# ---- instr_fetch ----
Fig. 1: instr_fetch, the metal 1 layer
Supply wires on this layer in grey. Cells faint in the background.
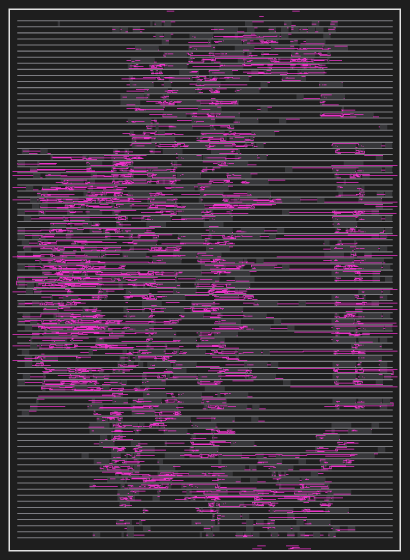

`src/rtl/instr_fetch.sv`:
```
// RV32 fetch: in-order word requests, DEPTH-entry decode queue (response -> dec_valid next cycle), redirect flushes via a kill counter.
// Requests stall while queued + outstanding reach DEPTH. Define FETCH_MISALIGN_EN to add the fetch_misalign output.
module instr_fetch #(
  parameter int              XLEN     = 32,
  parameter int              OP_LEN   = 7,
  parameter logic [XLEN-1:0] RESET_PC = 32'h0000_0000,
  parameter int              DEPTH    = 2
) (
  input  logic              clk,
  input  logic              rst,
  output logic              imem_req_valid,
  input  logic              imem_req_ready,
  output logic [XLEN-1:0]   imem_addr,
  input  logic              imem_rsp_valid,
  input  logic [XLEN-1:0]   imem_rdata,
  input  logic              redirect_valid,
  input  logic [XLEN-1:0]   redirect_pc,
  output logic              dec_valid,
  input  logic              dec_ready,
  output logic [XLEN-1:0]   instr,
  output logic [OP_LEN-1:0] opcode,
  output logic [2:0]        funct3,
`ifdef FETCH_MISALIGN_EN
  output logic              fetch_misalign,
`endif
  output logic [XLEN-1:0]   pc
);

  localparam int CW = $clog2(DEPTH + 1);
  localparam int IW = $clog2(DEPTH);
  localparam logic [CW:0]     DEPTH_W = (CW + 1)'(DEPTH);
  localparam logic [XLEN-1:0] NOP     = XLEN'(32'h0000_0013);

  typedef enum logic {RUN, FLUSH} state_t;

  typedef struct packed {
    logic [XLEN-1:0] instr;
    logic [XLEN-1:0] pc;
  } entry_t;

  state_t          state;
  logic [XLEN-1:0] fetch_pc;
  logic [CW-1:0]   cnt;
  logic [CW-1:0]   osd;
  logic [CW-1:0]   kill;
  entry_t          q [DEPTH];
  logic [XLEN-1:0] oa [DEPTH];

  logic          req_fire;
  logic          rsp_hit;
  logic          pop;
  logic [CW-1:0] kill_src;
  logic [CW-1:0] kill_next;
  logic [IW-1:0] q_wr;
  logic [IW-1:0] oa_wr;

  assign imem_req_valid = !rst && (state == RUN) && !redirect_valid &&
                          (({1'b0, osd} + {1'b0, cnt}) < DEPTH_W);
  assign imem_addr = fetch_pc;
  assign req_fire  = imem_req_valid && imem_req_ready;
  assign rsp_hit   = imem_rsp_valid && (state == RUN) && (osd != '0);
  assign dec_valid = !rst && (cnt != '0);
  assign pop       = dec_valid && dec_ready;

  // Responses still owed at a redirect: outstanding in RUN, the running kill count in FLUSH.
  assign kill_src  = (state == FLUSH) ? kill : osd;
  assign kill_next = kill_src - CW'(imem_rsp_valid && (kill_src != '0));

  assign q_wr  = IW'(cnt - CW'(pop));
  assign oa_wr = IW'(osd - CW'(rsp_hit));

  always_ff @(posedge clk) begin
    if (rst) begin
      state    <= RUN;
      fetch_pc <= RESET_PC;
      cnt      <= '0;
      osd      <= '0;
      kill     <= '0;
      for (int i = 0; i < DEPTH; i++) begin
        q[i]  <= '{instr: NOP, pc: RESET_PC};
        oa[i] <= RESET_PC;
      end
    end else if (redirect_valid) begin
      fetch_pc <= {redirect_pc[XLEN-1:2], 2'b00};
      cnt      <= '0;
      osd      <= '0;
      kill     <= kill_next;
      state    <= (kill_next != '0) ? FLUSH : RUN;
    end else if (state == FLUSH) begin
      kill <= kill_next;
      if (kill_next == '0) state <= RUN;
    end else begin
      if (req_fire) fetch_pc <= fetch_pc + XLEN'(4);
      osd <= osd + CW'(req_fire) - CW'(rsp_hit);
      cnt <= cnt + CW'(rsp_hit) - CW'(pop);
      if (rsp_hit) begin
        for (int i = 0; i < DEPTH - 1; i++) oa[i] <= oa[i+1];
      end
      if (req_fire) oa[oa_wr] <= fetch_pc;
      // Last popped entry stays in q[0] so the head outputs hold while empty.
      if (pop && (cnt > CW'(1))) begin
        for (int i = 0; i < DEPTH - 1; i++) q[i] <= q[i+1];
      end
      if (rsp_hit) q[q_wr] <= '{instr: imem_rdata, pc: oa[0]};
    end
  end

`ifdef FETCH_MISALIGN_EN
  always_ff @(posedge clk) begin
    if (rst) fetch_misalign <= 1'b0;
    else     fetch_misalign <= redirect_valid && (redirect_pc[1:0] != 2'b00);
  end
`else
  logic unused_pc_lo;
  assign unused_pc_lo = ^redirect_pc[1:0];
`endif

  assign instr  = q[0].instr;
  assign opcode = q[0].instr[OP_LEN-1:0];
  assign funct3 = q[0].instr[14:12];
  assign pc     = q[0].pc;

endmodule

```
`config.mk`:
```
export PLATFORM = sky130hd
export DESIGN_NAME = instr_fetch
export DESIGN_NICKNAME = d
export VERILOG_FILES = /design/src/rtl/instr_fetch.sv
export SDC_FILE = /design/constraint.sdc
export NUM_CORES = 1
export LEC_CHECK = 0
export CORE_ASPECT_RATIO = 1.4
export CORE_MARGIN = 3
export CORE_UTILIZATION = 25
export DETAILED_ROUTE_END_ITERATION = 16
export GPL_ROUTABILITY_DRIVEN = 0
export PLACE_DENSITY = 0.49
export SETUP_SLACK_MARGIN = 0.3
export SLEW_MARGIN = 20
export SYNTH_ARGS = -nofsm -noshare
export SYNTH_HDL_FRONTEND = slang
export SYNTH_SLANG_ARGS = --single-unit
```
`constraint.sdc`:
```
create_clock -name clk -period 3.6 [get_ports clk]
set_input_delay 0.72 -clock clk [delete_from_list [all_inputs] [get_ports clk]]
set_output_delay 0.72 -clock clk [all_outputs]
set_load 0.01 [all_outputs]
```
# ---- spi_master_seq ----
[src/rtl/spi_master_seq.sv]
// spi_master_seq: host-side SPI transaction sequencer.
// Each request is sent as two slave frames (address, then data). Reads also
// collect ADDR_SIZE bits from MISO. SS_n/MOSI are registered and computed from
// the next state, so they line up with the state the machine is in.
//
// Handshake: a request transfers on a clk edge where req_valid && req_ready.
// req_ready is high only in IDLE. The host may hold req_valid high at any time.
// rsp_valid is a one-cycle pulse marking the end of a transaction.
module spi_master_seq #(
   parameter int ADDR_SIZE = 8,
   parameter int RD_WAIT   = 3
) (
   input  logic                 clk,
   input  logic                 rst_n,
   input  logic                 req_valid,
   output logic                 req_ready,
   input  logic                 req_rd,
   input  logic [ADDR_SIZE-1:0] req_addr,
   input  logic [ADDR_SIZE-1:0] req_wdata,
   output logic                 rsp_valid,
   output logic [ADDR_SIZE-1:0] rsp_rdata,
   output logic                 busy,
   output logic                 SS_n,
   output logic                 MOSI,
   input  logic                 MISO
);

   localparam int FW = ADDR_SIZE + 2;
   localparam int CW = $clog2(FW + 1);
   localparam logic [CW-1:0] SHIFT_LOAD = CW'(FW - 1);
   localparam logic [CW-1:0] RECV_LOAD  = CW'(ADDR_SIZE - 1);
   localparam logic [3:0]    WAIT_LOAD  = (RD_WAIT > 1) ? 4'(RD_WAIT - 2) : 4'd0;

   typedef enum logic [2:0] {
      S_IDLE, S_SEL, S_CMD, S_SHIFT, S_WAIT, S_RECV, S_GAP
   } state_t;

   state_t                 state, next_state;
   logic                   frame_b;   // 0 = address frame, 1 = data frame
   logic                   op_rd;
   logic [ADDR_SIZE-1:0]   addr_q, wdata_q;
   logic [FW-1:0]          sh;
   logic [CW-1:0]          bit_cnt;
   logic [3:0]             wait_cnt;
   logic [ADDR_SIZE-1:0]   rx_sh;
   logic [ADDR_SIZE-1:0]   rx_nxt;
   logic [ADDR_SIZE-1:0]   payload;
   logic [FW-1:0]          word;
   logic                   mosi_nxt;

   assign req_ready = (state == S_IDLE);
   assign busy      = ~req_ready;
   assign rx_nxt    = {rx_sh[ADDR_SIZE-2:0], MISO};

   // State register; reset aborts any frame immediately
   always_ff @(posedge clk or negedge rst_n) begin
      if (!rst_n) state <= S_IDLE;
      else        state <= next_state;
   end

   // Next-state, current frame word and next MOSI value
   always_comb begin
      next_state = state;
      mosi_nxt   = 1'b0;
      payload    = frame_b ? (op_rd ? '0 : wdata_q) : addr_q;
      word       = {op_rd, frame_b, payload};
      case (state)
         S_IDLE:  if (req_valid) next_state = S_SEL;
         S_SEL:   next_state = S_CMD;
         S_CMD:   next_state = S_SHIFT;
         S_SHIFT: if (bit_cnt == '0) begin
                     if (frame_b && op_rd) next_state = (RD_WAIT == 1) ? S_RECV : S_WAIT;
                     else                  next_state = S_GAP;
                  end
         S_WAIT:  if (wait_cnt == 4'd0) next_state = S_RECV;
         S_RECV:  if (bit_cnt == '0) next_state = S_GAP;
         S_GAP:   next_state = frame_b ? S_IDLE : S_SEL;
         default: next_state = S_IDLE;
      endcase
      if (next_state == S_CMD)        mosi_nxt = op_rd;
      else if (next_state == S_SHIFT) mosi_nxt = (state == S_CMD) ? word[FW-1] : sh[FW-1];
   end

   // Request capture, frame flag, shift register and counters
   always_ff @(posedge clk or negedge rst_n) begin
      if (!rst_n) begin
         op_rd    <= 1'b0;
         addr_q   <= '0;
         wdata_q  <= '0;
         frame_b  <= 1'b0;
         sh       <= '0;
         bit_cnt  <= '0;
         wait_cnt <= 4'd0;
         rx_sh    <= '0;
      end else begin
         if (state == S_IDLE && req_valid) begin
            op_rd   <= req_rd;
            addr_q  <= req_addr;
            wdata_q <= req_wdata;
            frame_b <= 1'b0;
         end else if (state == S_GAP && !frame_b) begin
            frame_b <= 1'b1;
         end

         if (state == S_CMD)        sh <= word << 1;
         else if (state == S_SHIFT) sh <= sh << 1;

         if (state != S_SHIFT && next_state == S_SHIFT)     bit_cnt <= SHIFT_LOAD;
         else if (state != S_RECV && next_state == S_RECV)  bit_cnt <= RECV_LOAD;
         else if ((state == S_SHIFT || state == S_RECV) && bit_cnt != '0)
            bit_cnt <= bit_cnt - 1'b1;

         if (state != S_WAIT && next_state == S_WAIT)       wait_cnt <= WAIT_LOAD;
         else if (state == S_WAIT && wait_cnt != 4'd0)      wait_cnt <= wait_cnt - 4'd1;

         if (state == S_RECV) rx_sh <= rx_nxt;
      end
   end

   // Registered pin outputs and response
   always_ff @(posedge clk or negedge rst_n) begin
      if (!rst_n) begin
         SS_n      <= 1'b1;
         MOSI      <= 1'b0;
         rsp_valid <= 1'b0;
         rsp_rdata <= '0;
      end else begin
         SS_n      <= (next_state == S_IDLE) || (next_state == S_GAP);
         MOSI      <= mosi_nxt;
         rsp_valid <= (next_state == S_GAP) && frame_b;
         if (state == S_RECV && next_state == S_GAP) rsp_rdata <= rx_nxt;
      end
   end

endmodule
[config.mk]
export PLATFORM = sky130hd
export DESIGN_NAME = spi_master_seq
export DESIGN_NICKNAME = d
export VERILOG_FILES = /design/src/rtl/spi_master_seq.sv
export SDC_FILE = /design/constraint.sdc
export NUM_CORES = 1
export LEC_CHECK = 0
export CORE_MARGIN = 2
export CORE_UTILIZATION = 59
export CTS_BUF_LIST = sky130_fd_sc_hd__clkbuf_4 sky130_fd_sc_hd__clkbuf_8 sky130_fd_sc_hd__clkbuf_16
export CTS_CLUSTER_DIAMETER = 60
export DETAILED_ROUTE_END_ITERATION = 10
export PLACE_DENSITY = 0.84
export SLEW_MARGIN = 40
export SYNTH_ARGS = -nofsm -noshare
export SYNTH_HDL_FRONTEND = slang
export SYNTH_SLANG_ARGS = --single-unit
[constraint.sdc]
create_clock -name clk -period 4 [get_ports clk]
set_clock_uncertainty 0.05 [all_clocks]
set_input_delay 0.8 -clock clk [delete_from_list [all_inputs] [get_ports clk]]
set_output_delay 0.8 -clock clk [all_outputs]
set_load 0.005 [all_outputs]
Fig. 2: instr_fetch, track usage over the die
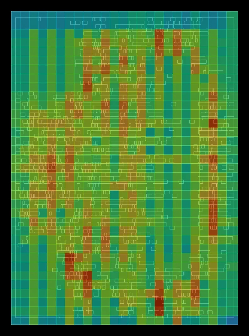
post-DR wirelength/cell: 15.4 um
GR peak layer: met2
Final Util: 0.333
met3 Use GR: 0.0187
GR Layer Usage met2: 0.201

Fig. 3: instr_fetch, sequential cells coloured by netlist name
Other sequential cells in the stronger grey, the rest of the logic in the fainter grey.
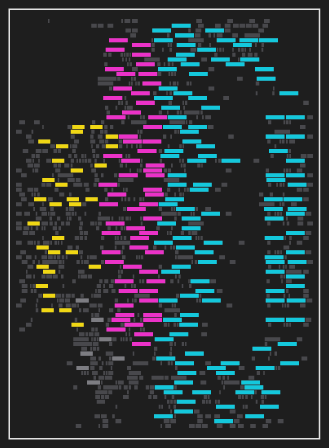
cyan -> q  # placed flops 124
magenta -> oa  # placed flops 60
yellow -> imem_addr  # placed flops 30
not coloured = 7
P_seq: 2.96 mW
Register Area: 0.00627 mm2
sequential cell area share: 0.486

Notes on Fig. 1 above:
main direction = horizontal
nets with wire on the layer = 1024
vias: 6965
met1 Use GR: 0.140
final WL: 24500 um

==> out/qor.yml, instr_fetch <==
place:
  portBuffers: 171
  place_hpwl_um: 16400
logic_synthesis:
  yosys.stat.seqShare: 0.633
  ys_sh_xor: 0.0195
  netlist_instances: 912
  yosys.area.top_type_share: 0.558
  ys_sh_adder: 0.00961
  synth.area.mux_share: 0.00847
  ys_cells: 912
  syn-cell-area_mm2: 0.00990
  logic_family: "simple AND/OR/NAND/NOR gates"
  synth.largest_area_cell: "edfxtp_1"
  synth_cell_type_count: 55
  topCellsByArea: "edfxtp_1 56%, nand2_1 7.8%, dfxtp_1 7.5%"
  synth_chip_area_mm2: 0.00990
setup_path:
  crit_path_start_kind: "flip-flop"
  path_cells: "and2_1 -> fa_1 -> nor4_1 -> clkdlybuf4s50_1"
  cp_max_fo: 7
  critPathCaptureType: "output pin"
  r2r-start: "cnt[0]$_SDFFE_PP0N_"
  worst-path-buf-inv: 1
  r2r_cells: 9
  cpPeakStageDelay_ps: 590
  r2r-end: "imem_addr[19]$_SDFFE_PP0P_"
  crit_end: "imem_req_valid"
  crit_type: "flip-flop to output pin"
sta:
  setup_ws_ps: 430
  worstMarginPinSlew_ps: 836
  rsz0062_at_grt: "no"
  drv_slew: 0
  finalSetupViolCount: 0
finish:
  combGateArea_mm2: 0.00326
  comb_cells: 601
  final_cells: 1596
  syn_to_final_growth_pct: 30.4
  comb_area_frac: 0.252
  flop-count: 221
  fill_cells: 3947
  clkCellAreaFrac: 0.0596
  postLayoutCellArea_mm2: 0.0129
  layout.nets: 1133
clock_network:
  clk_path_buf_depth: 3
  post_cts_buffers: 0
  htreeDepth: 1
  clock_latency_ps: 530
  cts_inserted_buffers: 25
power:
  power_switching_mw: 1.32
  comb-power_uw: 417
  p_comb_frac: 0.072
  p_int_mw: 4.49
  power_density_mw_per_mm2: 450
  fin_total_pwr_mw: 5.82
detailed_routing:
  ant_nets: 0
  detail_route.iter0.violations: 414
die:
  boundaryPins: 178
  rows: 85
  die_y_um: 241
  taps: 522
  die_area_mm2: 0.0421
  die_w_um: 174
min_path:
  hp-class: "flip-flop to flip-flop"
  min_path_cells: 2
  hold_path_startpoint: "kill[0]$_SDFFE_PP0P_"
outcome:
  status: "complete, no violations"
global_routing:
  grt_pass1_vias: 6859
  grt_overflow: 0
flow_run:
  drv_cap: 0
  warnings: 30
## instr_fetch: metal layers
layer / routed length [um] / vias up
met5: 0 / -
met4: 562 / 0
met3: 1130 / 29
met2: 12300 / 174
met1: 10500 / 3250
li1: - / 3512
## instr_fetch: tightest hold or removal path, delay by kind of cell (launching register included)
kind / cells / cell delay [ps]
AND-OR/OR-AND: 1 / 60
flip-flops: 1 / 330
AND/OR/NAND/NOR: 1 / 70
## instr_fetch: flip-flops by register name, indices dropped and copies added (netlist names)
name	flops
cnt	2
imem_addr	30
kill	2
oa	60
osd	2
q	124
state	1
Fig. 4: spi_master_seq, sequential cells coloured by netlist name
Other sequential cells in the stronger grey, the rest of the logic in the fainter grey.
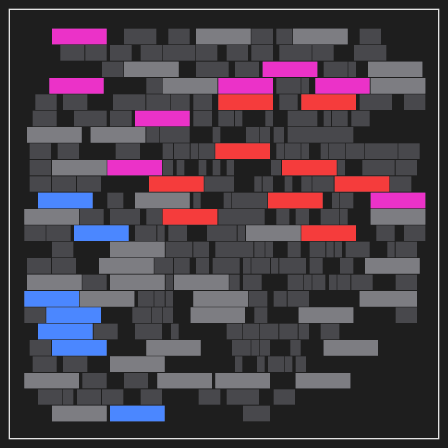
red -> sh  # placed flops 9
blue -> rx_sh  # placed flops 7
magenta -> wdata_q  # placed flops 8
not coloured = 32
P_seq: 947 uW
Final Util: 0.707
Register Area: 0.00140 mm2

Fig. 5: spi_master_seq, the metal 1 layer
Supply wires on this layer in grey. Cells faint in the background.
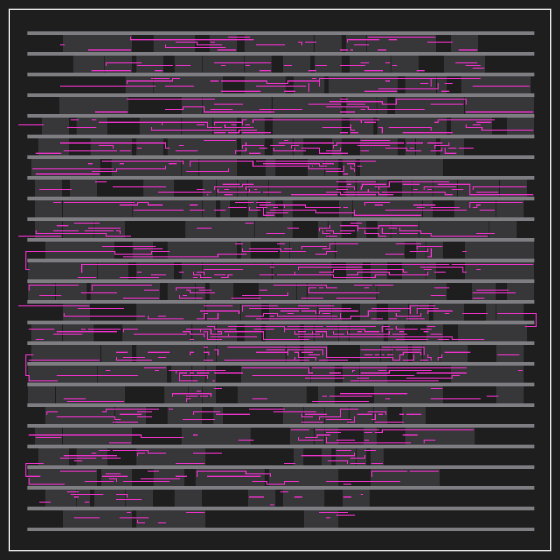
share of all routed wire = 47%
longest straight run = 48.3 um
nets with wire on the layer = 235
main direction = horizontal
wire length on this layer = 2260 um
final WL: 4770 um
met1 Use GR: 0.316
vias: 1776

==> out/qor.yml, spi_master_seq <==
outcome:
  status: "complete, no violations"
setup_path:
  crit_end: "req_ready"
  worst-path-buf-inv: 2
  cp.arrival_ps: 2040
  reg2reg_setup_slack_ps: 1920
  worstSetupPathDepth: 3
  r2r_cells: 4
  required_ps: 3150
  path_cells: "or3_4 -> inv_2 -> clkdlybuf4s50_1"
  crit_type: "flip-flop to output pin"
sta:
  hold_violations: 0
  fmax_mhz: 346
  setup_ws_ps: 1110
  relSlewSlack: 0.498
  whs_ps: 441
  worstMarginPinSlew_ps: 753
  rsz0062_at_grt: "no"
finish:
  final_cells: 297
  postLayoutCellArea_mm2: 0.00308
  diodes: 0
  largest_reg_flops: 9
  largest-register: "sh"
logic_synthesis:
  yosys.stat.seqShare: 0.529
  logic_family: "multiplexers"
  yosysMostFrequentCell: "dfrtp_1"
  synthFlopType: "dfrtp_1"
  postSynth.asyncResetShare: 1.00
  topCellsByArea: "dfrtp_1 52%, mux2_2 6.4%, mux2_4 5.7%"
  yosysWarnings: 0
place:
  dp.cells: 289
  place_ws_ps: 1450
  gp_congestion: 0.868
  place_hpwl_um: 3290
detailed_routing:
  detail_route.iter0.violations: 142
  vias_per_cell: 5.98
  met3_wirelength_um: 218
  highest_layer: "met4"
global_routing:
  grtUsageMet2: 0.321
  use_met3: 0.0470
  grt_max_degree: 31
  grt_pass1_wl_um: 8400
  antenna_found_initial: 0
  track_usage: 0.211
clock_network:
  cts_root_buf: "clkbuf_8"
  clk_pin_slew_ps: 100
  postCtsResizedCells: 0
  htreeDepth: 2
flow_run:
  drv_cap: 0
power:
  fin_total_pwr_mw: 2.02
die:
  die_area_mm2: 0.00505
## spi_master_seq: cell type report
type / instances / share of cell area
Clock buffer: 5 / 0.0223
Tap cell: 52 / 0.0211
Multi-Input combinational cell: 137 / 0.366
Timing Repair Buffer: 34 / 0.108
Clock inverter: 3 / 0.0150
Sequential cell: 56 / 0.455
Inverter: 10 / 0.0122
## spi_master_seq: power by group
group          switching (mW)  total, mW  internal, mW
clock network           0.187      0.376         0.189
logic                   0.339      0.700         0.361
registers               0.178      0.947         0.769
total                   0.705       2.02          1.32


==> screenshots <==
Wires at chosen ports, followed through buffers.
picture 1
The bar under the picture is 50 um long.
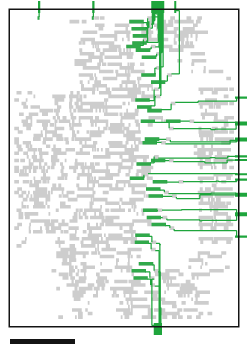
picture 2
The bar under the picture is 20 um long.
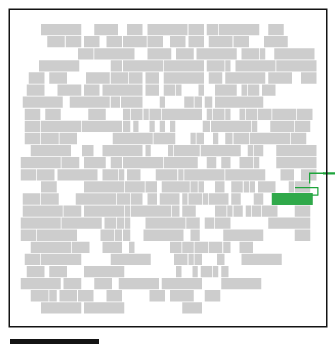
instr_fetch: picture 1
spi_master_seq: picture 2

Key to picture 1:
green -> pc  # direction output, end cells 32, buffers 30, wire 1590 um

No activity file was given, so power comes from the tool's default toggle rates.
